# phase_sequencer_flat

==> phase_sequencer_flat/layer_met1.png <==
Scale bar: 20 um.
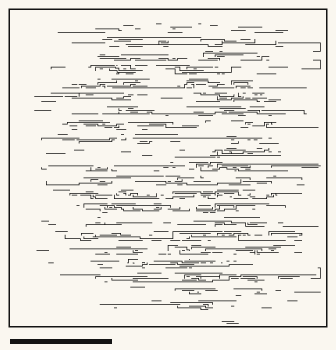
==> phase_sequencer_flat/layer_met2.png <==
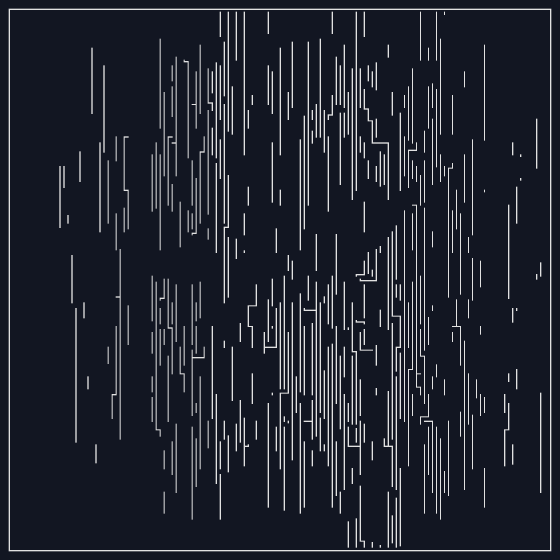
==> phase_sequencer_flat/layer_met3.png <==
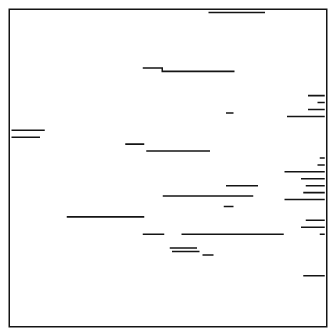
File: src/rtl/phase_sequencer_pkg.sv
// rtl/phase_sequencer_pkg.sv - shared constants for the phase sequencer
// Purpose: opcode classes, state encoding and widths used by the sequencer,
//          its opcode classifier, the decoder and the formal checks.
// Ports:   none (package).
package phase_sequencer_pkg;

  localparam int OP_W    = 5;
  localparam int STATE_W = 3;
  localparam int TMO_W   = 8;   // holds MUL_TIMEOUT up to 255

  typedef logic [STATE_W-1:0] state_t;

  localparam logic [OP_W-1:0] OP_STP        = 5'b00000;
  localparam logic [OP_W-1:0] OP_MLR        = 5'b00111;
  localparam logic [OP_W-1:0] OP_LDR        = 5'b01110;
  localparam logic [2:0]      OP_LDA_PREFIX = 3'b110;

  localparam state_t S_IDLE     = 3'd0;
  localparam state_t S_FETCH    = 3'd1;
  localparam state_t S_EXEC1    = 3'd2;
  localparam state_t S_EXEC2    = 3'd3;
  localparam state_t S_MUL_WAIT = 3'd4;
  localparam state_t S_HALT     = 3'd5;

endpackage

File: src/rtl/phase_sequencer_if.sv
// rtl/phase_sequencer_if.sv - control/strobe bundle between panel, sequencer and decoder
// Purpose: groups the sequencer control inputs and phase outputs.
// Ports:   master drives run/step/clear/stall/opcode/mul_done and observes
//          fe/e1/e2/mul_start/busy/halted/mul_err/instr_count;
//          slave (the sequencer) is the mirror image.
interface phase_sequencer_if
  import phase_sequencer_pkg::*;
#(
  parameter int CNT_W = 16
);

  logic             run;
  logic             step;
  logic             clear;
  logic             stall;
  logic [OP_W-1:0]  opcode;
  logic             mul_done;
  logic             fe;
  logic             e1;
  logic             e2;
  logic             mul_start;
  logic             busy;
  logic             halted;
  logic             mul_err;
  logic [CNT_W-1:0] instr_count;

  modport master (
    output run, step, clear, stall, opcode, mul_done,
    input  fe, e1, e2, mul_start, busy, halted, mul_err, instr_count
  );

  modport slave (
    input  run, step, clear, stall, opcode, mul_done,
    output fe, e1, e2, mul_start, busy, halted, mul_err, instr_count
  );

endinterface

File: src/rtl/phase_op_class.sv
// rtl/phase_op_class.sv - opcode classifier for the phase sequencer
// Purpose: combinational map from INSTR[15:11] to the sequencing class.
// Ports:   opcode (in, 5) ; is_stp, is_two_phase, is_mul (out, 1 each).
module phase_op_class
  import phase_sequencer_pkg::*;
(
  input  logic [OP_W-1:0] opcode,
  output logic            is_stp,
  output logic            is_two_phase,
  output logic            is_mul
);

  assign is_stp       = (opcode == OP_STP);
  assign is_mul       = (opcode == OP_MLR);
  // LDA is a whole opcode group (110xx); LDR is a single opcode.
  assign is_two_phase = (opcode == OP_LDR) || (opcode[4:2] == OP_LDA_PREFIX);

endmodule

File: src/rtl/phase_sequencer.sv
// rtl/phase_sequencer.sv - fetch/execute phase strobe generator
// Purpose: walks each instruction through FETCH, EXEC1 and optionally EXEC2
//          or a multiplier wait; handles run/single-step, STP halt and
//          multiplier timeout; counts retired instructions.
// Ports:   clk, reset_n (async active-low) ; bus (phase_sequencer_if.slave).
module phase_sequencer
  import phase_sequencer_pkg::*;
#(
  parameter int MUL_TIMEOUT = 16,
  parameter int CNT_W       = 16
) (
  input  logic               clk,
  input  logic               reset_n,
  phase_sequencer_if.slave   bus
);

  state_t           state_q, state_d;
  logic             ss_q;
  logic             err_q;
  logic [TMO_W-1:0] tmo_q;
  logic [CNT_W-1:0] cnt_q;

  logic is_stp, is_two_phase, is_mul;
  logic complete, timeout, ss_set, ss_clr, tmo_load, halt_clear;

  phase_op_class u_op_class (
    .opcode       (bus.opcode),
    .is_stp       (is_stp),
    .is_two_phase (is_two_phase),
    .is_mul       (is_mul)
  );

  always_ff @(posedge clk or negedge reset_n) begin
    if (!reset_n) state_q <= S_IDLE;
    else          state_q <= state_d;
  end

  always_comb begin
    state_d    = state_q;
    complete   = 1'b0;
    timeout    = 1'b0;
    ss_set     = 1'b0;
    ss_clr     = 1'b0;
    tmo_load   = 1'b0;
    halt_clear = 1'b0;
    case (state_q)
      S_IDLE: begin
        if (bus.run) begin
          state_d = S_FETCH;
          ss_clr  = 1'b1;
        end else if (bus.step) begin
          state_d = S_FETCH;
          ss_set  = 1'b1;
        end
      end
      S_FETCH: begin
        if (!bus.stall) state_d = S_EXEC1;
      end
      S_EXEC1: begin
        if (is_stp) begin
          state_d = S_HALT;
        end else if (is_two_phase) begin
          state_d = S_EXEC2;
        end else if (is_mul) begin
          state_d  = S_MUL_WAIT;
          tmo_load = 1'b1;
        end else begin
          complete = 1'b1;
        end
      end
      S_EXEC2: complete = 1'b1;
      S_MUL_WAIT: begin
        // A late mul_done on the last wait cycle still completes.
        if (bus.mul_done) begin
          complete = 1'b1;
        end else if (tmo_q == TMO_W'(1)) begin
          timeout = 1'b1;
          state_d = S_HALT;
        end
      end
      S_HALT: begin
        if (bus.clear) begin
          state_d    = S_IDLE;
          ss_clr     = 1'b1;
          halt_clear = 1'b1;
        end
      end
      default: state_d = S_IDLE;
    endcase
    if (complete) state_d = (ss_q || !bus.run) ? S_IDLE : S_FETCH;
  end

  always_comb begin
    bus.fe          = (state_q == S_FETCH);
    bus.e1          = (state_q == S_EXEC1);
    bus.e2          = (state_q == S_EXEC2);
    bus.mul_start   = (state_q == S_EXEC1) && is_mul;
    bus.busy        = (state_q != S_IDLE) && (state_q != S_HALT);
    bus.halted      = (state_q == S_HALT);
    bus.mul_err     = err_q;
    bus.instr_count = cnt_q;
  end

  always_ff @(posedge clk or negedge reset_n) begin
    if (!reset_n) begin
      ss_q  <= 1'b0;
      err_q <= 1'b0;
      tmo_q <= '0;
      cnt_q <= '0;
    end else begin
      if (ss_set)      ss_q <= 1'b1;
      else if (ss_clr) ss_q <= 1'b0;
      if (timeout)         err_q <= 1'b1;
      else if (halt_clear) err_q <= 1'b0;
      if (tmo_load)                      tmo_q <= TMO_W'(MUL_TIMEOUT);
      else if (state_q == S_MUL_WAIT)    tmo_q <= tmo_q - 1'b1;
      if (complete) cnt_q <= cnt_q + 1'b1;
    end
  end

endmodule

File: src/flat_wrapper.sv
// flat-port wrapper written by rule: the top's interface ports become plain ports
module phase_sequencer_flat import phase_sequencer_pkg::*;
#(
  parameter int MUL_TIMEOUT = 16,
  parameter int CNT_W       = 16
)
  (clk, reset_n, bus_run, bus_step, bus_clear, bus_stall, bus_opcode, bus_mul_done, bus_fe, bus_e1, bus_e2, bus_mul_start, bus_busy, bus_halted, bus_mul_err, bus_instr_count);
  phase_sequencer_if #(.CNT_W(CNT_W)) bus_i ();
  input  logic clk;
  input  logic reset_n;
  input wire logic [$bits(bus_i.run)-1:0] bus_run;
  input wire logic [$bits(bus_i.step)-1:0] bus_step;
  input wire logic [$bits(bus_i.clear)-1:0] bus_clear;
  input wire logic [$bits(bus_i.stall)-1:0] bus_stall;
  input wire logic [$bits(bus_i.opcode)-1:0] bus_opcode;
  input wire logic [$bits(bus_i.mul_done)-1:0] bus_mul_done;
  output wire logic [$bits(bus_i.fe)-1:0] bus_fe;
  output wire logic [$bits(bus_i.e1)-1:0] bus_e1;
  output wire logic [$bits(bus_i.e2)-1:0] bus_e2;
  output wire logic [$bits(bus_i.mul_start)-1:0] bus_mul_start;
  output wire logic [$bits(bus_i.busy)-1:0] bus_busy;
  output wire logic [$bits(bus_i.halted)-1:0] bus_halted;
  output wire logic [$bits(bus_i.mul_err)-1:0] bus_mul_err;
  output wire logic [$bits(bus_i.instr_count)-1:0] bus_instr_count;
  assign bus_i.run = bus_run;
  assign bus_i.step = bus_step;
  assign bus_i.clear = bus_clear;
  assign bus_i.stall = bus_stall;
  assign bus_i.opcode = bus_opcode;
  assign bus_i.mul_done = bus_mul_done;
  assign bus_fe = bus_i.fe;
  assign bus_e1 = bus_i.e1;
  assign bus_e2 = bus_i.e2;
  assign bus_mul_start = bus_i.mul_start;
  assign bus_busy = bus_i.busy;
  assign bus_halted = bus_i.halted;
  assign bus_mul_err = bus_i.mul_err;
  assign bus_instr_count = bus_i.instr_count;
  phase_sequencer #(.MUL_TIMEOUT(MUL_TIMEOUT), .CNT_W(CNT_W)) u_core (.clk(clk), .reset_n(reset_n), .bus(bus_i));
endmodule
File: config.mk
export PLATFORM = sky130hd
export DESIGN_NAME = phase_sequencer_flat
export DESIGN_NICKNAME = d
export VERILOG_FILES = /design/src/rtl/phase_sequencer_pkg.sv /design/src/rtl/phase_sequencer_if.sv /design/src/rtl/phase_op_class.sv /design/src/rtl/phase_sequencer.sv /design/src/flat_wrapper.sv
export SDC_FILE = /design/constraint.sdc
export NUM_CORES = 1
export LEC_CHECK = 0
export CAP_MARGIN = 20
export CORE_UTILIZATION = 45
export DETAILED_ROUTE_END_ITERATION = 10
export GPL_TIMING_DRIVEN = 0
export PLACE_DENSITY = 0.75
export SLEW_MARGIN = 25
export SYNTH_ARGS = -nofsm -noshare
export SYNTH_HDL_FRONTEND = slang
export SYNTH_HIERARCHICAL = 1
export SYNTH_SLANG_ARGS = --single-unit
export TNS_END_PERCENT = 10
File: constraint.sdc
create_clock -name clk -period 1.3 [get_ports clk]
set_input_delay 0.26 -clock clk [delete_from_list [all_inputs] [get_ports clk]]
set_output_delay 0.26 -clock clk [all_outputs]
set_load 0.01 [all_outputs]
==> flow_summary.yaml <==
# generated from flow reports
yosys:
  top_cell_area_share_pct: 44.8
  synthTopCellsByCount: "dfrtp_1 (29), xnor2_1 (16), nor2_1 (14)"
  compound_area_share_pct: 7.25
run_status:
  status: "finished with violations"
  violations: "negative setup slack"
routing:
  highest_layer: "met4"
  ant_nets: 0
cells_and_area:
  syn2layout_area_growth_pct: 40.9
  seq_cells: 29
  finalInstanceArea_um2: 2280
  buf_share_pct: 19.3
pwr:
  p_leak_nw: 1.01
sta:
  finalSetupViolations: 34
  max_freq_mhz: 600
  setup_slack_ns: -0.366
cts:
  clk_root_buffer_cell: "clkbuf_4"
critical_path:
  cp-end-kind: "primary output"
Notes on phase_sequencer_flat/layer_met1.png above:
The wires run mostly horizontal. The longest straight run is 25.3 um.
Vias: 1,433
Routed WL: 3.89 mm
met1 Use GR: 27.3%

Notes on phase_sequencer_flat/layer_met2.png above:
The longest straight run is 24.1 um. The layer carries 1,850 um of wire.
GRT met2 Usage: 34.2%

Notes on phase_sequencer_flat/layer_met3.png above:
The longest straight run is 19.8 um. The layer holds 4.8% of the routed length. The layer carries 188 um of wire. 26 nets have wire on it. The wires run mostly horizontal.

[where the power goes]
group	total [W]	internal, W	leakage [nW]	switching (W)
clock	0.000934	0.000595	0.0552	0.000338
combinational	0.00210	0.00106	0.595	0.00104
sequential	0.00143	0.00115	0.358	0.000274
total	0.00446	0.00281	1.01	0.00165
[sequential cells by signal (all words and copies together), names as in the netlist]
name	count
u_core/state_q	3
u_core/bus.mul_err	1
u_core/tmo_q	8
u_core/bus.instr_count	16
u_core/ss_q	1
[critical path, delay by kind of cell (launching register included)]
kind	cells	cell delay [ns]
buf+inv	2	0.22
flops	1	0.41
simple gates	3	0.44

# i2s_tx_serializer_flat

==> src/rtl/i2s_tx_serializer_if.sv <==
// Stereo sample-pair handshake from the DSP core (master) to the I2S transmit serializer (slave).
interface i2s_tx_serializer_if #(
    parameter int DATA_W = 24
);
    logic              s_valid;
    logic              s_ready;
    logic [DATA_W-1:0] s_left;
    logic [DATA_W-1:0] s_right;

    modport master (output s_valid, output s_left, output s_right, input s_ready);
    modport slave  (input s_valid, input s_left, input s_right, output s_ready);
endinterface

==> src/rtl/i2s_tx_serializer.sv <==
// I2S transmit serializer: stereo pairs shifted MSB-first onto sdata, framed by codec lrclk.
// Latency: slot MSB on sdata the cycle after the lrclk change is sampled (I2S one-bit delay).
// Backpressure: one-deep holding register; s_ready low while it is full; late pairs mute and count.
module i2s_tx_serializer #(
    parameter int DATA_W = 24,
    parameter int SLOT_W = 32
) (
    input  logic               bclk,
    input  logic               resetn,
    input  logic               lrclk,
    i2s_tx_serializer_if.slave s,
    output logic               sdata,
    output logic               frame_start,
    output logic               underrun,
    output logic [15:0]        underrun_count
);
    localparam int               CNT_W   = $clog2(SLOT_W + 1);
    localparam logic [CNT_W-1:0] CNT_MAX = CNT_W'(SLOT_W);
    localparam logic [CNT_W-1:0] CNT_ONE = CNT_W'(1);

    logic [DATA_W-1:0] hold_l;
    logic [DATA_W-1:0] hold_r;
    logic              hold_full;
    logic [DATA_W-1:0] act_r;
    logic [SLOT_W-1:0] shreg;
    logic [CNT_W-1:0]  bit_cnt;
    logic              lr_q;

    logic              accept;
    logic              lr_edge;
    logic              left_edge;
    logic [SLOT_W-1:0] load_word;

    assign s.s_ready = !hold_full;
    assign accept    = s.s_valid && !hold_full;
    assign lr_edge   = (lrclk != lr_q);
    assign left_edge = lr_edge && !lrclk;

    // Left slot takes the held pair (or silence on underrun); right slot replays the latched right sample.
    always_comb begin
        load_word = '0;
        if (left_edge) begin
            if (hold_full) begin
                load_word[SLOT_W-1 -: DATA_W] = hold_l;
            end
        end else begin
            load_word[SLOT_W-1 -: DATA_W] = act_r;
        end
    end

    always_ff @(posedge bclk) begin
        if (!resetn) begin
            hold_l         <= '0;
            hold_r         <= '0;
            hold_full      <= 1'b0;
            act_r          <= '0;
            shreg          <= '0;
            bit_cnt        <= CNT_MAX;
            lr_q           <= lrclk;
            sdata          <= 1'b0;
            frame_start    <= 1'b0;
            underrun       <= 1'b0;
            underrun_count <= 16'h0000;
        end else begin
            lr_q        <= lrclk;
            frame_start <= 1'b0;
            underrun    <= 1'b0;

            if (accept) begin
                hold_l    <= s.s_left;
                hold_r    <= s.s_right;
                hold_full <= 1'b1;
            end

            if (lr_edge) begin
                // MSB goes out now; the register keeps the remaining bits pre-shifted.
                sdata   <= load_word[SLOT_W-1];
                shreg   <= load_word << 1;
                bit_cnt <= CNT_ONE;
                if (left_edge) begin
                    frame_start <= 1'b1;
                    if (hold_full) begin
                        act_r     <= hold_r;
                        hold_full <= 1'b0;
                    end else begin
                        act_r    <= '0;
                        underrun <= 1'b1;
                        if (underrun_count != 16'hFFFF) begin
                            underrun_count <= underrun_count + 16'd1;
                        end
                    end
                end
            end else if (bit_cnt < CNT_MAX) begin
                sdata   <= shreg[SLOT_W-1];
                shreg   <= shreg << 1;
                bit_cnt <= bit_cnt + CNT_ONE;
            end else begin
                // Slot longer than SLOT_W: pad with zeros until the next edge.
                sdata <= 1'b0;
            end
        end
    end
endmodule

==> src/flat_wrapper.sv <==
// flat-port wrapper written by rule: the top's interface ports become plain ports
module i2s_tx_serializer_flat 
#(
    parameter int DATA_W = 24,
    parameter int SLOT_W = 32
)
  (bclk, resetn, lrclk, sdata, frame_start, underrun, underrun_count, s_s_valid, s_s_left, s_s_right, s_s_ready);
  i2s_tx_serializer_if #(.DATA_W(DATA_W)) s_i ();
  input  logic bclk;
  input  logic resetn;
  input  logic lrclk;
  output logic sdata;
  output logic frame_start;
  output logic underrun;
  output logic [15:0] underrun_count;
  input wire logic [$bits(s_i.s_valid)-1:0] s_s_valid;
  input wire logic [$bits(s_i.s_left)-1:0] s_s_left;
  input wire logic [$bits(s_i.s_right)-1:0] s_s_right;
  output wire logic [$bits(s_i.s_ready)-1:0] s_s_ready;
  assign s_i.s_valid = s_s_valid;
  assign s_i.s_left = s_s_left;
  assign s_i.s_right = s_s_right;
  assign s_s_ready = s_i.s_ready;
  i2s_tx_serializer #(.DATA_W(DATA_W), .SLOT_W(SLOT_W)) u_core (.bclk(bclk), .resetn(resetn), .lrclk(lrclk), .s(s_i), .sdata(sdata), .frame_start(frame_start), .underrun(underrun), .underrun_count(underrun_count));
endmodule
==> config.mk <==
export PLATFORM = sky130hd
export DESIGN_NAME = i2s_tx_serializer_flat
export DESIGN_NICKNAME = d
export VERILOG_FILES = /design/src/rtl/i2s_tx_serializer_if.sv /design/src/rtl/i2s_tx_serializer.sv /design/src/flat_wrapper.sv
export SDC_FILE = /design/constraint.sdc
export NUM_CORES = 1
export LEC_CHECK = 0
export CAP_MARGIN = 10
export CORE_MARGIN = 2
export CORE_UTILIZATION = 35
export CTS_CLUSTER_DIAMETER = 50
export DETAILED_ROUTE_END_ITERATION = 10
export GPL_TIMING_DRIVEN = 0
export PLACE_DENSITY = 0.62
export SKIP_LAST_GASP = 1
export SYNTH_ARGS = -nofsm -noshare
export SYNTH_HDL_FRONTEND = slang
export SYNTH_SLANG_ARGS = --single-unit
export TNS_END_PERCENT = 10
==> constraint.sdc <==
create_clock -name bclk -period 3.1 [get_ports bclk]
set_clock_uncertainty 0.05 [all_clocks]
set_input_delay 0.62 -clock bclk [delete_from_list [all_inputs] [get_ports bclk]]
set_output_delay 0.62 -clock bclk [all_outputs]
set_load 0.02 [all_outputs]
==> flow_summary.yaml <==
# generated from flow reports
run_status:
  status: "completed"
critical_path:
  reg2reg_from: "u_core.lr_q$_DFF_P_"
  cp_num_cells: 7
  path_cells: "clkdlybuf4s50_1, inv_1, ha_1, nand2_1, or4_4, or4_1, a21oi_1"
  start_kind: "input pin"
cts:
  cts_hold_buf: 0
  cts_tree: "built"
yosys:
  synth_area_per_cell_um2: 8.48
  top_cells_by_area: "dfxtp_1 (48%), a21oi_1 (9.0%), nand2_1 (8.3%), a211oi_1 (6.6%), mux2i_1 (5.0%)"
  synthXorXnorAreaFrac_pct: 0.521
  ys_seq_share_pct: 48.5
grt:
  grt_use_met3_pct: 4.49
sta:
  finalSetupViolations: 0
routing:
  ant_nets: 0
  met2WireLength_mm: 6.24
  highest_layer: "met4"
  drt_iter0_markers: 256
cells_and_area:
  largestRegisters: "u_core.act_r x24, u_core.hold_l x24, u_core.hold_r x24"
  nNonClkBuffers: 119
die:
  ios: 72
min_path:
  whs_path_depth: 2
pwr:
  peakVddDrop_mv: 0.368
-- through the flow --
stage | instance area, um^2 | power, W | instances
final | 6610 | 0.00414 | 877
after global routing | 6610 | 0.00428 | 877
after CTS | 6610 | 0.00416 | 877
after detailed placement | 5970 | 0.00211 | 845
after global placement | 5970 | 0.00210 | 845
after floorplan | 5040 | 0.00194 | 594
-- report_power, final --
group	leakage, nW	switching, W	internal, W
logic	1.08	0.000232	0.000167
clock network	0.312	0.000679	0.00137
registers	0.996	0.0000400	0.00164
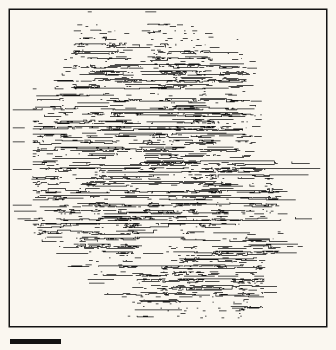
(i2s_tx_serializer_flat/layer_met1.png)
Scale bar: 20 um.
The wires run mostly horizontal. The layer holds 47% of the routed length. The layer carries 6,400 um of wire. 692 nets have wire on it.
Vias: 4,559
met1 Use GR: 24.7%


# uart_rx_engine

==> uart_rx_engine/layer_met1.png <==
Scale bar: 20 um.
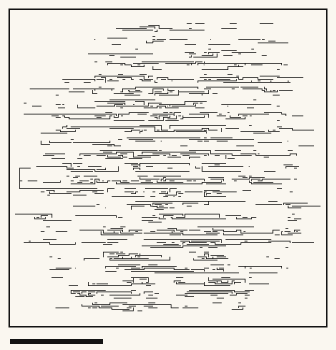
==> uart_rx_engine/layer_met2.png <==
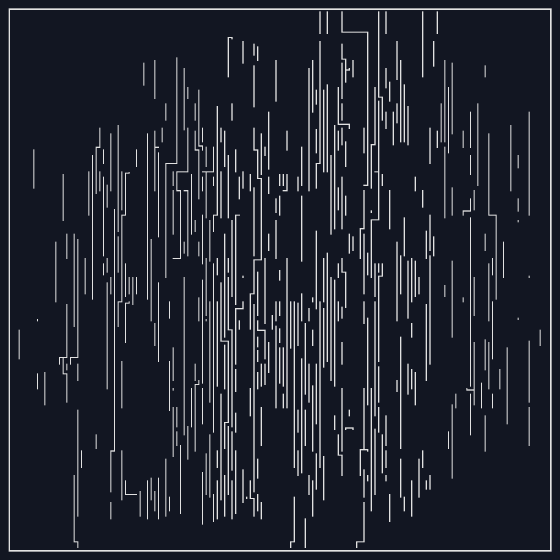
==> uart_rx_engine/layer_met3.png <==
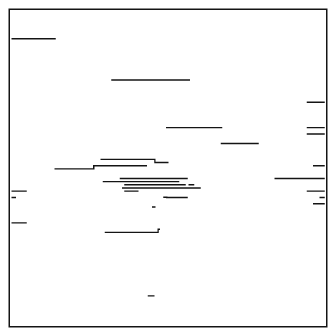
<file path="src/rtl/uart_pkg.sv">
// rtl/uart_pkg.sv - shared UART types: RX state encoding, oversample default, word-length helpers
package uart_pkg;

    typedef enum logic [2:0] {
        IDLE   = 3'd0,
        START  = 3'd1,
        DATA   = 3'd2,
        PARITY = 3'd3,
        STOP   = 3'd4
    } rx_state_e;

    localparam int OVERSAMPLE_DEF = 16;

    localparam logic [1:0] WLS_5 = 2'b00;
    localparam logic [1:0] WLS_6 = 2'b01;
    localparam logic [1:0] WLS_7 = 2'b10;
    localparam logic [1:0] WLS_8 = 2'b11;

    function automatic logic [3:0] wls_to_bits(input logic [1:0] wls);
        return 4'd5 + {2'b00, wls};
    endfunction

endpackage

</file>
<file path="src/rtl/uart_rx_sync.sv">
// rtl/uart_rx_sync.sv - rx pin synchronizer chain with falling-edge detect
module uart_rx_sync #(
    parameter int SYNC_STAGES = 2
) (
    input  logic clk,
    input  logic rst,
    input  logic rx_i,
    output logic rx_s_o,
    output logic fall_o
);

    logic [SYNC_STAGES-1:0] sync_q, sync_d;
    logic                   prev_q, prev_d;

    always_comb begin
        sync_d = {sync_q[SYNC_STAGES-2:0], rx_i};
        prev_d = sync_q[SYNC_STAGES-1];
    end

    // Idle-high line: everything resets to 1 so reset release never looks like a start edge
    always_ff @(posedge clk) begin
        if (rst) begin
            sync_q <= '1;
            prev_q <= 1'b1;
        end else begin
            sync_q <= sync_d;
            prev_q <= prev_d;
        end
    end

    assign rx_s_o = sync_q[SYNC_STAGES-1];
    assign fall_o = prev_q & ~sync_q[SYNC_STAGES-1];

endmodule

</file>
<file path="src/rtl/uart_rx_engine.sv">
// rtl/uart_rx_engine.sv - UART receive engine: start validation, mid-bit sampling, parity/stop check
module uart_rx_engine
    import uart_pkg::*;
#(
    parameter int OVERSAMPLE  = OVERSAMPLE_DEF,
    parameter int SYNC_STAGES = 2
) (
    input  logic       clk,
    input  logic       rst,
    input  logic       baud_tick_i,
    input  logic       rx_i,
    input  logic [1:0] lcr_wls_i,
    input  logic       lcr_pen_i,
    input  logic       lcr_eps_i,
    input  logic       rx_ready_i,
    output logic       rx_valid_o,
    output logic [7:0] rx_data_o,
    output logic       pe_o,
    output logic       fe_o,
    output logic       bi_o,
    output logic       overrun_o,
    output logic       busy_o
);

    localparam int            TW      = $clog2(OVERSAMPLE);
    localparam logic [TW-1:0] HALF_M1 = TW'(OVERSAMPLE / 2 - 1);
    localparam logic [TW-1:0] FULL_M1 = TW'(OVERSAMPLE - 1);

    logic rx_s;
    logic rx_fall;

    uart_rx_sync #(
        .SYNC_STAGES(SYNC_STAGES)
    ) u_sync (
        .clk    (clk),
        .rst    (rst),
        .rx_i   (rx_i),
        .rx_s_o (rx_s),
        .fall_o (rx_fall)
    );

    rx_state_e     state_q, state_d;
    logic [TW-1:0] tick_cnt_q, tick_cnt_d;
    logic [2:0]    bit_cnt_q, bit_cnt_d;
    logic [7:0]    data_q, data_d;
    logic          acc_q, acc_d;
    logic          par_bit_q, par_bit_d;
    logic [1:0]    wls_q, wls_d;
    logic          pen_q, pen_d;
    logic          eps_q, eps_d;

    logic          commit_q, commit_d;
    logic          res_pe_q, res_pe_d;
    logic          res_fe_q, res_fe_d;
    logic          res_bi_q, res_bi_d;

    logic          valid_q, valid_d;
    logic [7:0]    out_data_q, out_data_d;
    logic          out_pe_q, out_pe_d;
    logic          out_fe_q, out_fe_d;
    logic          out_bi_q, out_bi_d;
    logic          overrun_q, overrun_d;

    logic          bit_done;
    logic          last_data_bit;

    always_comb begin
        state_d    = state_q;
        tick_cnt_d = tick_cnt_q;
        bit_cnt_d  = bit_cnt_q;
        data_d     = data_q;
        acc_d      = acc_q;
        par_bit_d  = par_bit_q;
        wls_d      = wls_q;
        pen_d      = pen_q;
        eps_d      = eps_q;
        commit_d   = 1'b0;
        res_pe_d   = res_pe_q;
        res_fe_d   = res_fe_q;
        res_bi_d   = res_bi_q;
        valid_d    = valid_q;
        out_data_d = out_data_q;
        out_pe_d   = out_pe_q;
        out_fe_d   = out_fe_q;
        out_bi_d   = out_bi_q;
        overrun_d  = 1'b0;

        bit_done      = baud_tick_i && (tick_cnt_q == FULL_M1);
        last_data_bit = ({1'b0, bit_cnt_q} == wls_to_bits(wls_q) - 4'd1);

        if (valid_q && rx_ready_i) begin
            valid_d = 1'b0;
        end

        // A pop in the same cycle frees the holding register for the new frame
        if (commit_q) begin
            if (!valid_q || rx_ready_i) begin
                valid_d    = 1'b1;
                out_data_d = data_q;
                out_pe_d   = res_pe_q;
                out_fe_d   = res_fe_q;
                out_bi_d   = res_bi_q;
            end else begin
                overrun_d = 1'b1;
            end
        end

        unique case (state_q)
            IDLE: begin
                if (rx_fall) begin
                    state_d    = START;
                    tick_cnt_d = '0;
                end
            end
            START: begin
                if (baud_tick_i) begin
                    if (tick_cnt_q == HALF_M1) begin
                        tick_cnt_d = '0;
                        if (rx_s) begin
                            state_d = IDLE;
                        end else begin
                            state_d   = DATA;
                            bit_cnt_d = '0;
                            data_d    = '0;
                            acc_d     = 1'b0;
                            par_bit_d = 1'b0;
                            wls_d     = lcr_wls_i;
                            pen_d     = lcr_pen_i;
                            eps_d     = lcr_eps_i;
                        end
                    end else begin
                        tick_cnt_d = tick_cnt_q + 1'b1;
                    end
                end
            end
            DATA: begin
                if (bit_done) begin
                    tick_cnt_d        = '0;
                    data_d[bit_cnt_q] = rx_s;
                    acc_d             = acc_q ^ rx_s;
                    if (last_data_bit) begin
                        state_d = pen_q ? PARITY : STOP;
                    end else begin
                        bit_cnt_d = bit_cnt_q + 1'b1;
                    end
                end else if (baud_tick_i) begin
                    tick_cnt_d = tick_cnt_q + 1'b1;
                end
            end
            PARITY: begin
                if (bit_done) begin
                    tick_cnt_d = '0;
                    par_bit_d  = rx_s;
                    acc_d      = acc_q ^ rx_s;
                    state_d    = STOP;
                end else if (baud_tick_i) begin
                    tick_cnt_d = tick_cnt_q + 1'b1;
                end
            end
            STOP: begin
                if (bit_done) begin
                    tick_cnt_d = '0;
                    res_pe_d   = pen_q & (acc_q ^ ~eps_q);
                    res_fe_d   = ~rx_s;
                    res_bi_d   = (data_q == 8'h00) && (!par_bit_q || !pen_q) && !rx_s;
                    commit_d   = 1'b1;
                    state_d    = IDLE;
                end else if (baud_tick_i) begin
                    tick_cnt_d = tick_cnt_q + 1'b1;
                end
            end
            default: begin
                state_d = IDLE;
            end
        endcase
    end

    always_ff @(posedge clk) begin
        if (rst) begin
            state_q    <= IDLE;
            tick_cnt_q <= '0;
            bit_cnt_q  <= '0;
            data_q     <= '0;
            acc_q      <= 1'b0;
            par_bit_q  <= 1'b0;
            wls_q      <= WLS_8;
            pen_q      <= 1'b0;
            eps_q      <= 1'b0;
            commit_q   <= 1'b0;
            res_pe_q   <= 1'b0;
            res_fe_q   <= 1'b0;
            res_bi_q   <= 1'b0;
            valid_q    <= 1'b0;
            out_data_q <= '0;
            out_pe_q   <= 1'b0;
            out_fe_q   <= 1'b0;
            out_bi_q   <= 1'b0;
            overrun_q  <= 1'b0;
        end else begin
            state_q    <= state_d;
            tick_cnt_q <= tick_cnt_d;
            bit_cnt_q  <= bit_cnt_d;
            data_q     <= data_d;
            acc_q      <= acc_d;
            par_bit_q  <= par_bit_d;
            wls_q      <= wls_d;
            pen_q      <= pen_d;
            eps_q      <= eps_d;
            commit_q   <= commit_d;
            res_pe_q   <= res_pe_d;
            res_fe_q   <= res_fe_d;
            res_bi_q   <= res_bi_d;
            valid_q    <= valid_d;
            out_data_q <= out_data_d;
            out_pe_q   <= out_pe_d;
            out_fe_q   <= out_fe_d;
            out_bi_q   <= out_bi_d;
            overrun_q  <= overrun_d;
        end
    end

    assign rx_valid_o = valid_q;
    assign rx_data_o  = out_data_q;
    assign pe_o       = out_pe_q;
    assign fe_o       = out_fe_q;
    assign bi_o       = out_bi_q;
    assign overrun_o  = overrun_q;
    assign busy_o     = (state_q != IDLE);

endmodule

</file>
<file path="config.mk">
export PLATFORM = sky130hd
export DESIGN_NAME = uart_rx_engine
export DESIGN_NICKNAME = d
export VERILOG_FILES = /design/src/rtl/uart_pkg.sv /design/src/rtl/uart_rx_sync.sv /design/src/rtl/uart_rx_engine.sv
export SDC_FILE = /design/constraint.sdc
export NUM_CORES = 1
export LEC_CHECK = 0
export CORE_MARGIN = 2
export CORE_UTILIZATION = 50
export DETAILED_ROUTE_END_ITERATION = 8
export HOLD_SLACK_MARGIN = 0.15
export PLACE_DENSITY = 0.74
export SYNTH_ARGS = -nofsm -noshare
export SYNTH_HDL_FRONTEND = slang
export SYNTH_SLANG_ARGS = --single-unit
</file>
<file path="constraint.sdc">
create_clock -name clk -period 1.9 [get_ports clk]
set_input_delay 0.38 -clock clk [delete_from_list [all_inputs] [get_ports clk]]
set_output_delay 0.38 -clock clk [all_outputs]
set_load 0.005 [all_outputs]
</file>
==> flow_summary.yaml <==
# generated from flow reports
sta:
  holdWs_ns: 0.418
  skew_ns: 0.00692
  max_freq_mhz: 546
  hold_viol: 0
  period_minus_slack_ns: 1.83
  setup_slack_ns: 0.0673
  final.setup.tns_ns: 0
pwr:
  p_comb_share_pct: 7.1
  p_leak_nw: 1.10
  pg_clk_w: 0.000738
  switching_share_pct: 23.1
  pwr-share-seq_pct: 51.9
  power.total_w: 0.00180
critical_path:
  rr_worst_depth: 5
  r2r_end: "tick_cnt_q[1]$_SDFFE_PP0P_"
run_status:
  status: "completed"
yosys:
  yosysTopAreaCell: "dfxtp_1"
  postSynthCellCount: 228
  synthTopCellsByCount: "dfxtp_1 (44), nor2_1 (24), mux2i_1 (13), nand3_1 (13), a21oi_1 (12)"
  async_flop_share_pct: 0
min_path:
  hp-start: "u_sync.sync_q[0]$_SDFF_PP1_"
  hold_path_end: "u_sync.sync_q[1]$_SDFF_PP1_"
routing:
  firstDrtPassIters: 5
  post-route-drc-count: 0
cts:
  cts.sinks: 44
  cts_hold_buf: 0
cells_and_area:
  lay_top_count: "dfxtp_1"
grt:
  grt_antenna_before_repair: 0
## Picture notes: uart_rx_engine/layer_met1.png
The longest straight run is 23.5 um. The layer holds 47% of the routed length.

## Picture notes: uart_rx_engine/layer_met2.png
The layer holds 48% of the routed length. The layer carries 2,150 um of wire. 238 nets have wire on it.
Routed WL: 4.52 mm
GRT met2 Usage: 33.0%
Vias: 1,802

## Picture notes: uart_rx_engine/layer_met3.png
The wires run mostly horizontal. The longest straight run is 16.6 um. 23 nets have wire on it. The layer carries 199 um of wire.

[worst max-delay path, cell delays in order (launching register included)]
cell and delay (ns):
dfxtp_1 0.35, or4b_1 0.52, a21oi_1 0.13, a31oi_1 0.12, or3b_2 0.50, a21oi_1 0.14
[sequential cells by signal, indices dropped and copies added (netlist names), 2 cells and up]
signal,cells
data_q,8
rx_data_o,8
tick_cnt_q,4
bit_cnt_q,3
state_q,3
u_sync.sync_q,2
wls_q,2
[cell type report]
type	instances	area share, %
multi-input combinational	160	41.4
sequential	44	33.8
timing repair buffer	49	16.7
clock buffer	5	2.63
tap	50	2.39
clock inverter	3	1.77
inverter	9	1.29

# pipe_stage_reg

==> pipe_stage_reg/layer_met1.png <==
Scale bar: 50 um.
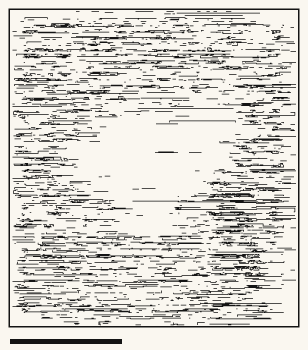
`src/rtl/pipe_stage_reg.sv`:
```
`default_nettype none
// ============================================================================
//  Module      : pipe_stage_reg
//  Description : Parametrised pipeline stage register with ready/valid
//                handshake, flush with channel retention, optional skid
//                buffer and a saturating stall-cycle counter.
//  Revision    : 1.0 - initial release
// ============================================================================
module pipe_stage_reg #(
    parameter int W       = 32,
    parameter int N_CH    = 5,
    parameter int SKID    = 0,
    parameter int KEEP_CH = 1,
    parameter int CW      = 16
) (
    input  logic              clk,
    input  logic              reset,
    input  logic              in_valid,
    output logic              in_ready,
    input  logic [N_CH*W-1:0] in_data,
    output logic              out_valid,
    input  logic              out_ready,
    output logic [N_CH*W-1:0] out_data,
    input  logic              flush,
    output logic [CW-1:0]     stall_cnt,
    input  logic              clr_cnt
);

    localparam int         c_DW       = N_CH * W;
    // State encoding is {v_main, v_skid}; 2'b01 is unreachable.
    localparam logic [1:0] c_ST_EMPTY = 2'b00;
    localparam logic [1:0] c_ST_ONE   = 2'b10;
    localparam logic [1:0] c_ST_FULL  = 2'b11;

    logic [1:0]      r_state;
    logic [1:0]      w_state_nxt;
    logic            w_v_main;
    logic            w_v_skid;
    logic            w_in_ready;
    logic            w_accept;
    logic            w_issue;
    logic            w_ld_main_in;
    logic            w_ld_main_skid;
    logic            w_ld_skid;
    logic [c_DW-1:0] r_d_main;
    logic [c_DW-1:0] r_d_skid;
    logic [c_DW-1:0] w_flush_data;
    logic [CW-1:0]   r_stall_cnt;

    // Flush image: every channel cleared except the retained one.
    for (genvar k = 0; k < N_CH; k++) begin : g_ch
        if (k == KEEP_CH) begin : g_keep
            assign w_flush_data[k*W +: W] = r_d_main[k*W +: W];
        end else begin : g_zero
            assign w_flush_data[k*W +: W] = '0;
        end
    end

    // ---------------- state register ----------------
    always_ff @(posedge clk or posedge reset) begin
        if (reset) begin
            r_state <= c_ST_EMPTY;
        end else begin
            r_state <= w_state_nxt;
        end
    end

    // ---------------- next-state logic ----------------
    always_comb begin
        w_state_nxt    = r_state;
        w_ld_main_in   = 1'b0;
        w_ld_main_skid = 1'b0;
        w_ld_skid      = 1'b0;
        if (flush) begin
            w_state_nxt = c_ST_EMPTY;
        end else if (SKID == 0) begin
            // Legacy behaviour: data is captured whenever the stage is open.
            if (w_in_ready) begin
                w_ld_main_in = 1'b1;
                w_state_nxt  = in_valid ? c_ST_ONE : c_ST_EMPTY;
            end
        end else begin
            case (r_state)
                c_ST_EMPTY: begin
                    if (w_accept) begin
                        w_ld_main_in = 1'b1;
                        w_state_nxt  = c_ST_ONE;
                    end
                end
                c_ST_ONE: begin
                    if (w_accept && w_issue) begin
                        w_ld_main_in = 1'b1;
                    end else if (w_accept) begin
                        w_ld_skid   = 1'b1;
                        w_state_nxt = c_ST_FULL;
                    end else if (w_issue) begin
                        w_state_nxt = c_ST_EMPTY;
                    end
                end
                c_ST_FULL: begin
                    if (w_issue) begin
                        w_ld_main_skid = 1'b1;
                        w_state_nxt    = c_ST_ONE;
                    end
                end
                default: w_state_nxt = c_ST_EMPTY;
            endcase
        end
    end

    // ---------------- output logic ----------------
    always_comb begin
        w_v_main = r_state[1];
        w_v_skid = r_state[0];
        if (SKID != 0) begin
            w_in_ready = ~w_v_skid;
        end else begin
            w_in_ready = out_ready | ~w_v_main;
        end
    end

    assign w_accept = in_valid & w_in_ready;
    assign w_issue  = w_v_main & out_ready;

    always_ff @(posedge clk or posedge reset) begin
        if (reset) begin
            r_d_main <= '0;
            r_d_skid <= '0;
        end else if (flush) begin
            r_d_main <= w_flush_data;
            r_d_skid <= w_flush_data;
        end else begin
            if (w_ld_main_in) begin
                r_d_main <= in_data;
            end else if (w_ld_main_skid) begin
                r_d_main <= r_d_skid;
            end
            if (w_ld_skid) begin
                r_d_skid <= in_data;
            end
        end
    end

    always_ff @(posedge clk or posedge reset) begin
        if (reset) begin
            r_stall_cnt <= '0;
        end else if (clr_cnt) begin
            r_stall_cnt <= '0;
        end else if (in_valid && !w_in_ready && (r_stall_cnt != {CW{1'b1}})) begin
            r_stall_cnt <= r_stall_cnt + 1'b1;
        end
    end

    assign in_ready  = w_in_ready;
    assign out_valid = w_v_main;
    assign out_data  = r_d_main;
    assign stall_cnt = r_stall_cnt;

endmodule
`default_nettype wire

```
`config.mk`:
```
export PLATFORM = sky130hd
export DESIGN_NAME = pipe_stage_reg
export DESIGN_NICKNAME = d
export VERILOG_FILES = /design/src/rtl/pipe_stage_reg.sv
export SDC_FILE = /design/constraint.sdc
export NUM_CORES = 1
export LEC_CHECK = 0
export CAP_MARGIN = 20
export CORE_ASPECT_RATIO = 1.1
export CORE_MARGIN = 1.5
export CORE_UTILIZATION = 41
export DETAILED_ROUTE_END_ITERATION = 10
export GPL_ROUTABILITY_DRIVEN = 0
export PLACE_DENSITY = 0.83
export SKIP_LAST_GASP = 1
export SLEW_MARGIN = 40
export SYNTH_ARGS = -nofsm -noshare
export SYNTH_HDL_FRONTEND = slang
export SYNTH_SLANG_ARGS = --single-unit
```
`constraint.sdc`:
```
create_clock -name clk -period 6.9 [get_ports clk]
set_input_delay 1.38 -clock clk [delete_from_list [all_inputs] [get_ports clk]]
set_output_delay 1.38 -clock clk [all_outputs]
set_load 0.05 [all_outputs]
```
==> flow_summary.yaml <==
# generated from flow reports
place:
  dpl.hpwl_mm: 14.7
  dp_slack_ns: 2.23
die:
  num_rows: 50
  core-area_um2: 17100
  die_area_um2: 18300
yosys:
  fp_nets: 894
  synth_area_per_cell_um2: 9.85
  top_cell_area_share_pct: 61.8
  yosys_warnings: 0
critical_path:
  path_common_cell: "clkdlybuf4s50_1"
  cp_max_fo: 47
  crit_required_ns: 5.52
  cp.arrival_ns: 3.31
  path_cells: "clkdlybuf4s50_1, nor2b_4, inv_4, clkdlybuf4s50_1"
cells_and_area:
  area_dominant_class: "flip-flops and latches"
  nMultiInputCombCells: 496
  fillers: 1348
sta:
  hold_viol: 0
  final.setup.tns_ns: 0
  holdWs_ns: 0.508
  relSlewSlack_pct: 48.9
  rsz0062_at_grt: "false"
min_path:
  hp-start: "out_data[36]$_DFFE_PP0P_"
cts:
  clock_latency_ns: 0.42
routing:
  firstDrtPassIters: 4
run_status:
  status: "completed"
Notes on pipe_stage_reg/layer_met1.png above:
The wires run mostly horizontal. The layer carries 8,050 um of wire. The longest straight run is 42.8 um.

kinds of logic (layout without fill, tap and decap cells):
| group | count (synthesis) | in the layout | synth area share [%] |
|---|---|---|---|
| AND-OR/OR-AND | 153 | 153 | 11.0 |
| AND/OR/NAND/NOR | 306 | 306 | 18.3 |
| buffers and inverters | 54 | 386 | 3.02 |
| adder cells (fa/ha/maj) | 1 | 1 | 0.175 |
| flip-flops | 177 | 177 | 61.8 |
| multiplexers | 36 | 36 | 5.66 |
state kept, by name (all words and copies together) (netlist names):
| name | count |
|---|---|
| out_data | 160 |
| stall_cnt | 16 |
| r_state | 1 |

# q_fwd_landing_flat

==> q_fwd_landing_flat/congestion.png <==
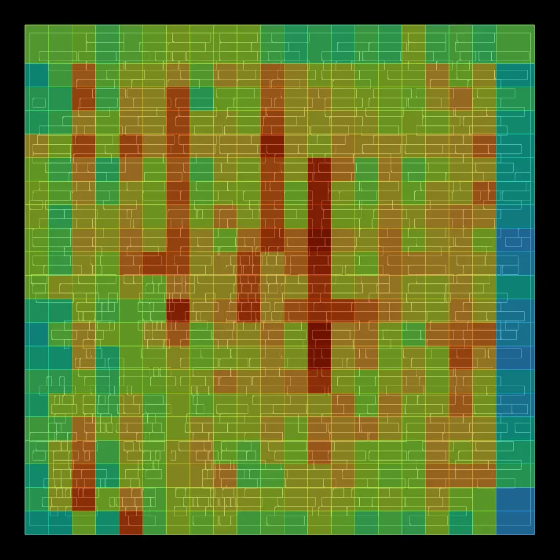
==> q_fwd_landing_flat/layer_met4.png <==
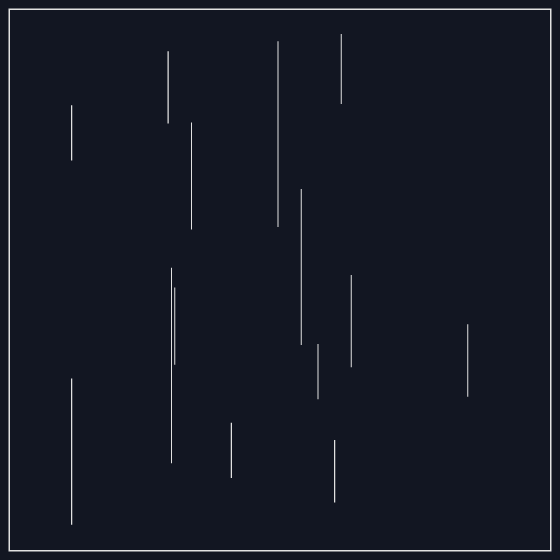
==> src/rtl/q_fwd_landing_pkg.sv <==
// Shared constants and helpers for the forward-pipeline landing queue.
package q_fwd_landing_pkg;

    // Back-pressure asserted while in reset so nothing is launched into the pipe.
    localparam logic BP_INIT = 1'b1;

    function automatic int q_log2(input int n);
        int r;
        r = 0;
        while ((1 << r) < n) r++;
        return r;
    endfunction

endpackage

==> src/rtl/q_fwd_landing_if.sv <==
// Valid/back-pressure stream: master drives data+valid, slave drives back-pressure.
interface q_fwd_landing_if #(
    parameter int width = 16
) ();
    logic [width-1:0] d;
    logic             v;
    logic             b;

    modport master (output d, output v, input b);
    modport slave  (input d, input v, output b);
endinterface

==> src/rtl/q_landing_mem.sv <==
// Register file for the landing queue: one write port, one async read port, no reset.
module q_landing_mem #(
    parameter int depth = 16,
    parameter int width = 16,
    parameter int iw    = 4
) (
    input  logic             clock,
    input  logic             we,
    input  logic [iw-1:0]    waddr,
    input  logic [iw-1:0]    raddr,
    input  logic [width-1:0] wdata,
    output logic [width-1:0] rdata
);
    logic [width-1:0] mem [depth];

    always_ff @(posedge clock) begin
        if (we) mem[waddr] <= wdata;
    end

    assign rdata = mem[raddr];
endmodule

==> src/rtl/q_fwd_landing.sv <==
// Landing queue at the end of a forward pipe: absorbs in-flight items, raises
// back-pressure slack entries early, and presents a first-word-fall-through output.
module q_fwd_landing
    import q_fwd_landing_pkg::*;
#(
    parameter int depth     = 16,
    parameter int width     = 16,
    parameter int slack     = 1,
    parameter int addrwidth = 8
) (
    input  logic                clock,
    input  logic                reset,
    q_fwd_landing_if.slave      in_s,
    q_fwd_landing_if.master     out_s,
    output logic                overflow
);
    localparam int                 IW       = q_log2(depth);
    localparam logic [addrwidth:0] DEPTH_C  = (addrwidth+1)'(depth);
    localparam logic [addrwidth:0] BP_TH    = (addrwidth+1)'(depth - slack);
    localparam logic [addrwidth-1:0] PTR_LAST = addrwidth'(depth - 1);

    logic [addrwidth:0]   count, count_next;
    logic [addrwidth-1:0] rd_ptr, wr_ptr;
    logic                 push, pop, full, bp;

    // Pointers wrap at depth-1, which need not be a power of two.
    function automatic logic [addrwidth-1:0] ptr_inc(input logic [addrwidth-1:0] p);
        return (p == PTR_LAST) ? '0 : p + 1'b1;
    endfunction

    assign out_s.v    = (count != '0);
    assign pop        = out_s.v & ~out_s.b;
    assign full       = (count == DEPTH_C);
    // Arrivals are not gated by our own back-pressure: they were already in flight.
    assign push       = in_s.v & (~full | pop);
    assign count_next = count + (addrwidth+1)'(push) - (addrwidth+1)'(pop);
    assign in_s.b     = bp;

    always_ff @(posedge clock) begin
        if (reset) begin
            count    <= '0;
            rd_ptr   <= '0;
            wr_ptr   <= '0;
            bp       <= BP_INIT;
            overflow <= 1'b0;
        end else begin
            count    <= count_next;
            if (push) wr_ptr <= ptr_inc(wr_ptr);
            if (pop)  rd_ptr <= ptr_inc(rd_ptr);
            bp       <= (count_next >= BP_TH);
            overflow <= overflow | (in_s.v & full & ~pop);
        end
    end

    q_landing_mem #(
        .depth (depth),
        .width (width),
        .iw    (IW)
    ) u_mem (
        .clock (clock),
        .we    (push),
        .waddr (wr_ptr[IW-1:0]),
        .raddr (rd_ptr[IW-1:0]),
        .wdata (in_s.d),
        .rdata (out_s.d)
    );
endmodule

==> src/flat_wrapper.sv <==
// flat-port wrapper written by rule: the top's interface ports become plain ports
module q_fwd_landing_flat import q_fwd_landing_pkg::*;
#(
    parameter int depth     = 16,
    parameter int width     = 16,
    parameter int slack     = 1,
    parameter int addrwidth = 8
)
  (clock, reset, overflow, in_s_d, in_s_v, in_s_b, out_s_d, out_s_v, out_s_b);
  q_fwd_landing_if #(.width(width)) in_s_i ();
  q_fwd_landing_if #(.width(width)) out_s_i ();
  input  logic clock;
  input  logic reset;
  output logic overflow;
  input wire logic [$bits(in_s_i.d)-1:0] in_s_d;
  input wire logic [$bits(in_s_i.v)-1:0] in_s_v;
  output wire logic [$bits(in_s_i.b)-1:0] in_s_b;
  output wire logic [$bits(out_s_i.d)-1:0] out_s_d;
  output wire logic [$bits(out_s_i.v)-1:0] out_s_v;
  input wire logic [$bits(out_s_i.b)-1:0] out_s_b;
  assign in_s_i.d = in_s_d;
  assign in_s_i.v = in_s_v;
  assign in_s_b = in_s_i.b;
  assign out_s_d = out_s_i.d;
  assign out_s_v = out_s_i.v;
  assign out_s_i.b = out_s_b;
  q_fwd_landing #(.depth(depth), .width(width), .slack(slack), .addrwidth(addrwidth)) u_core (.clock(clock), .reset(reset), .in_s(in_s_i), .out_s(out_s_i), .overflow(overflow));
endmodule
==> config.mk <==
export PLATFORM = sky130hd
export DESIGN_NAME = q_fwd_landing_flat
export DESIGN_NICKNAME = d
export VERILOG_FILES = /design/src/rtl/q_fwd_landing_pkg.sv /design/src/rtl/q_fwd_landing_if.sv /design/src/rtl/q_landing_mem.sv /design/src/rtl/q_fwd_landing.sv /design/src/flat_wrapper.sv
export SDC_FILE = /design/constraint.sdc
export NUM_CORES = 1
export LEC_CHECK = 0
export CAP_MARGIN = 10
export CELL_PAD_IN_SITES_DETAIL_PLACEMENT = 0
export CELL_PAD_IN_SITES_GLOBAL_PLACEMENT = 1
export CORE_UTILIZATION = 53
export CTS_CLUSTER_SIZE = 10
export DETAILED_ROUTE_END_ITERATION = 10
export PLACE_DENSITY_LB_ADDON = 0.1
export SLEW_MARGIN = 10
export SYNTH_ARGS = -nofsm -noshare
export SYNTH_HDL_FRONTEND = slang
export SYNTH_SLANG_ARGS = --single-unit
export TNS_END_PERCENT = 1
==> constraint.sdc <==
create_clock -name clock -period 3.31 [get_ports clock]
set_input_delay 0.662 -clock clock [delete_from_list [all_inputs] [get_ports clock]]
set_output_delay 0.662 -clock clock [all_outputs]
set_load 0.02 [all_outputs]
==> flow_summary.yaml <==
# generated from flow reports
routing:
  drt_iter0_markers: 364
  met1_length_mm: 9.44
die:
  die_area_um2: 22300
  fp-utilization_pct: 54.3
grt:
  gr-usage-met2_pct: 35.3
  first_global_vias: 5733
yosys:
  yosysMostFrequentCell: "edfxtp_1"
  fp_nets: 584
  ys_sh_simple_pct: 3.27
  postSynthCellCount: 546
  ys_seq_share_pct: 72.3
  yosys_warnings: 0
  top_logic_kind: "multiplexers"
  synth-seq-cells: 287
cells_and_area:
  n_antenna_cell: 0
  lay_top_count: "edfxtp_1"
  comb_area_share_pct: 22.4
pwr:
  power.total_w: 0.00929
  p_sw_w: 0.00231
  p_comb_w: 0.00188
  maxPowerGroup: "registers"
cts:
  cts_tree: "built"
  clockBufferDepth: 3
  cts_hold_buf: 0
critical_path:
  start_kind: "flip-flop"
  worstPathBufferInverterCount: 2
run_status:
  status: "completed"
Notes on q_fwd_landing_flat/congestion.png above:
average wire per standard cell: 23.9 um
met1 Use GR: 28.9%
busiest grt layer: met2
final core utilization: 63.8%
M3 GR Usage: 3.79%

Notes on q_fwd_landing_flat/layer_met4.png above:
The layer carries 384 um of wire. The layer holds 1.7% of the routed length. The wires run mostly vertical. The longest straight run is 53.7 um.
Vias: 5,373
Routed WL: 22.1 mm

-- per-stage QoR --
stage,cells,util (%)
3_3_place_gp,878,59.0
3_5_place_dp,878,59.0
5_1_grt,924,63.8
6_report,924,63.8
2_1_floorplan,546,-
4_1_cts,924,63.5
-- worst register-to-register path, stage by stage (launching register included) --
cell       delay (ns)
dfxtp_1          0.31
inv_1            0.08
ha_1             0.16
nor4b_4          0.26
a31oi_2          0.14
ha_1             0.29
inv_1            0.04
ha_1             0.21
fa_1             0.45
a211o_1          0.28
a31oi_1          0.23
a2bb2oi_1        0.12
xnor2_1          0.23
nand4_1          0.12


==> screenshots <==
Congestion heat map.
picture 1
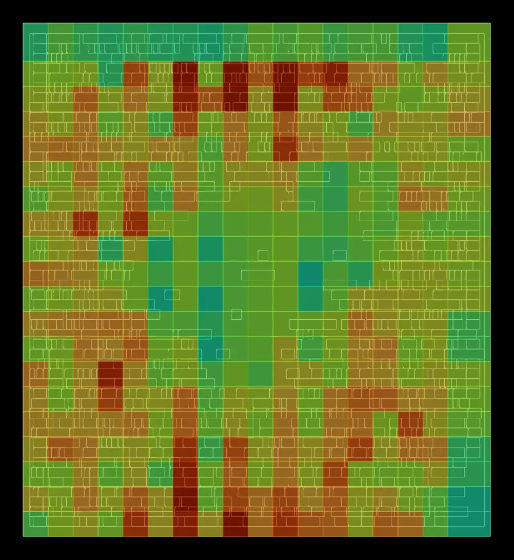
picture 2
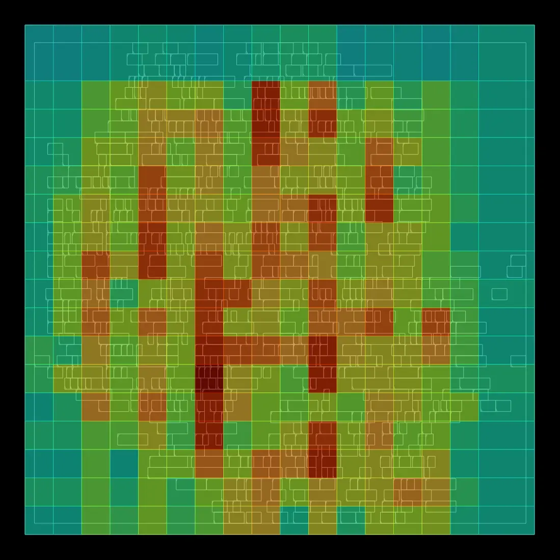
picture 3
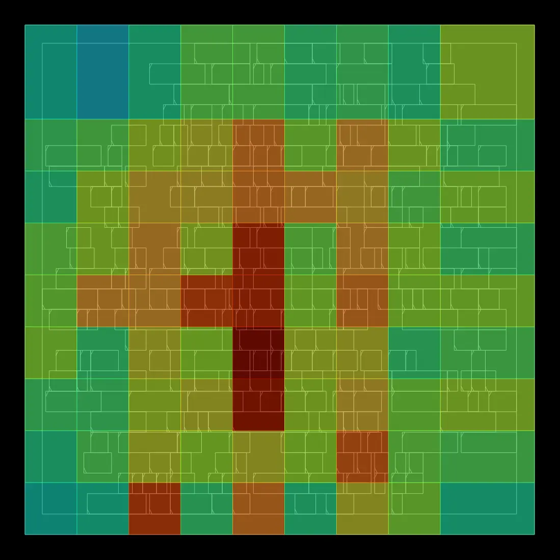
picture 4
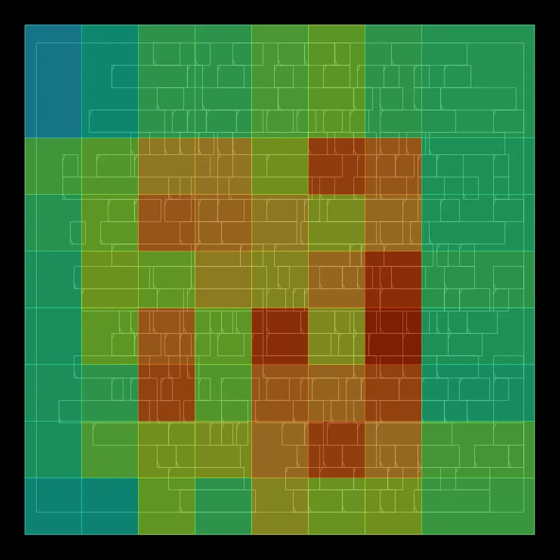
picture 3 -> uart_rx_engine
picture 4 -> phase_sequencer_flat
picture 1 -> pipe_stage_reg
picture 2 -> i2s_tx_serializer_flat
The one with the lowest track usage is picture 2.

Power is estimated from default activity; no workload was simulated.
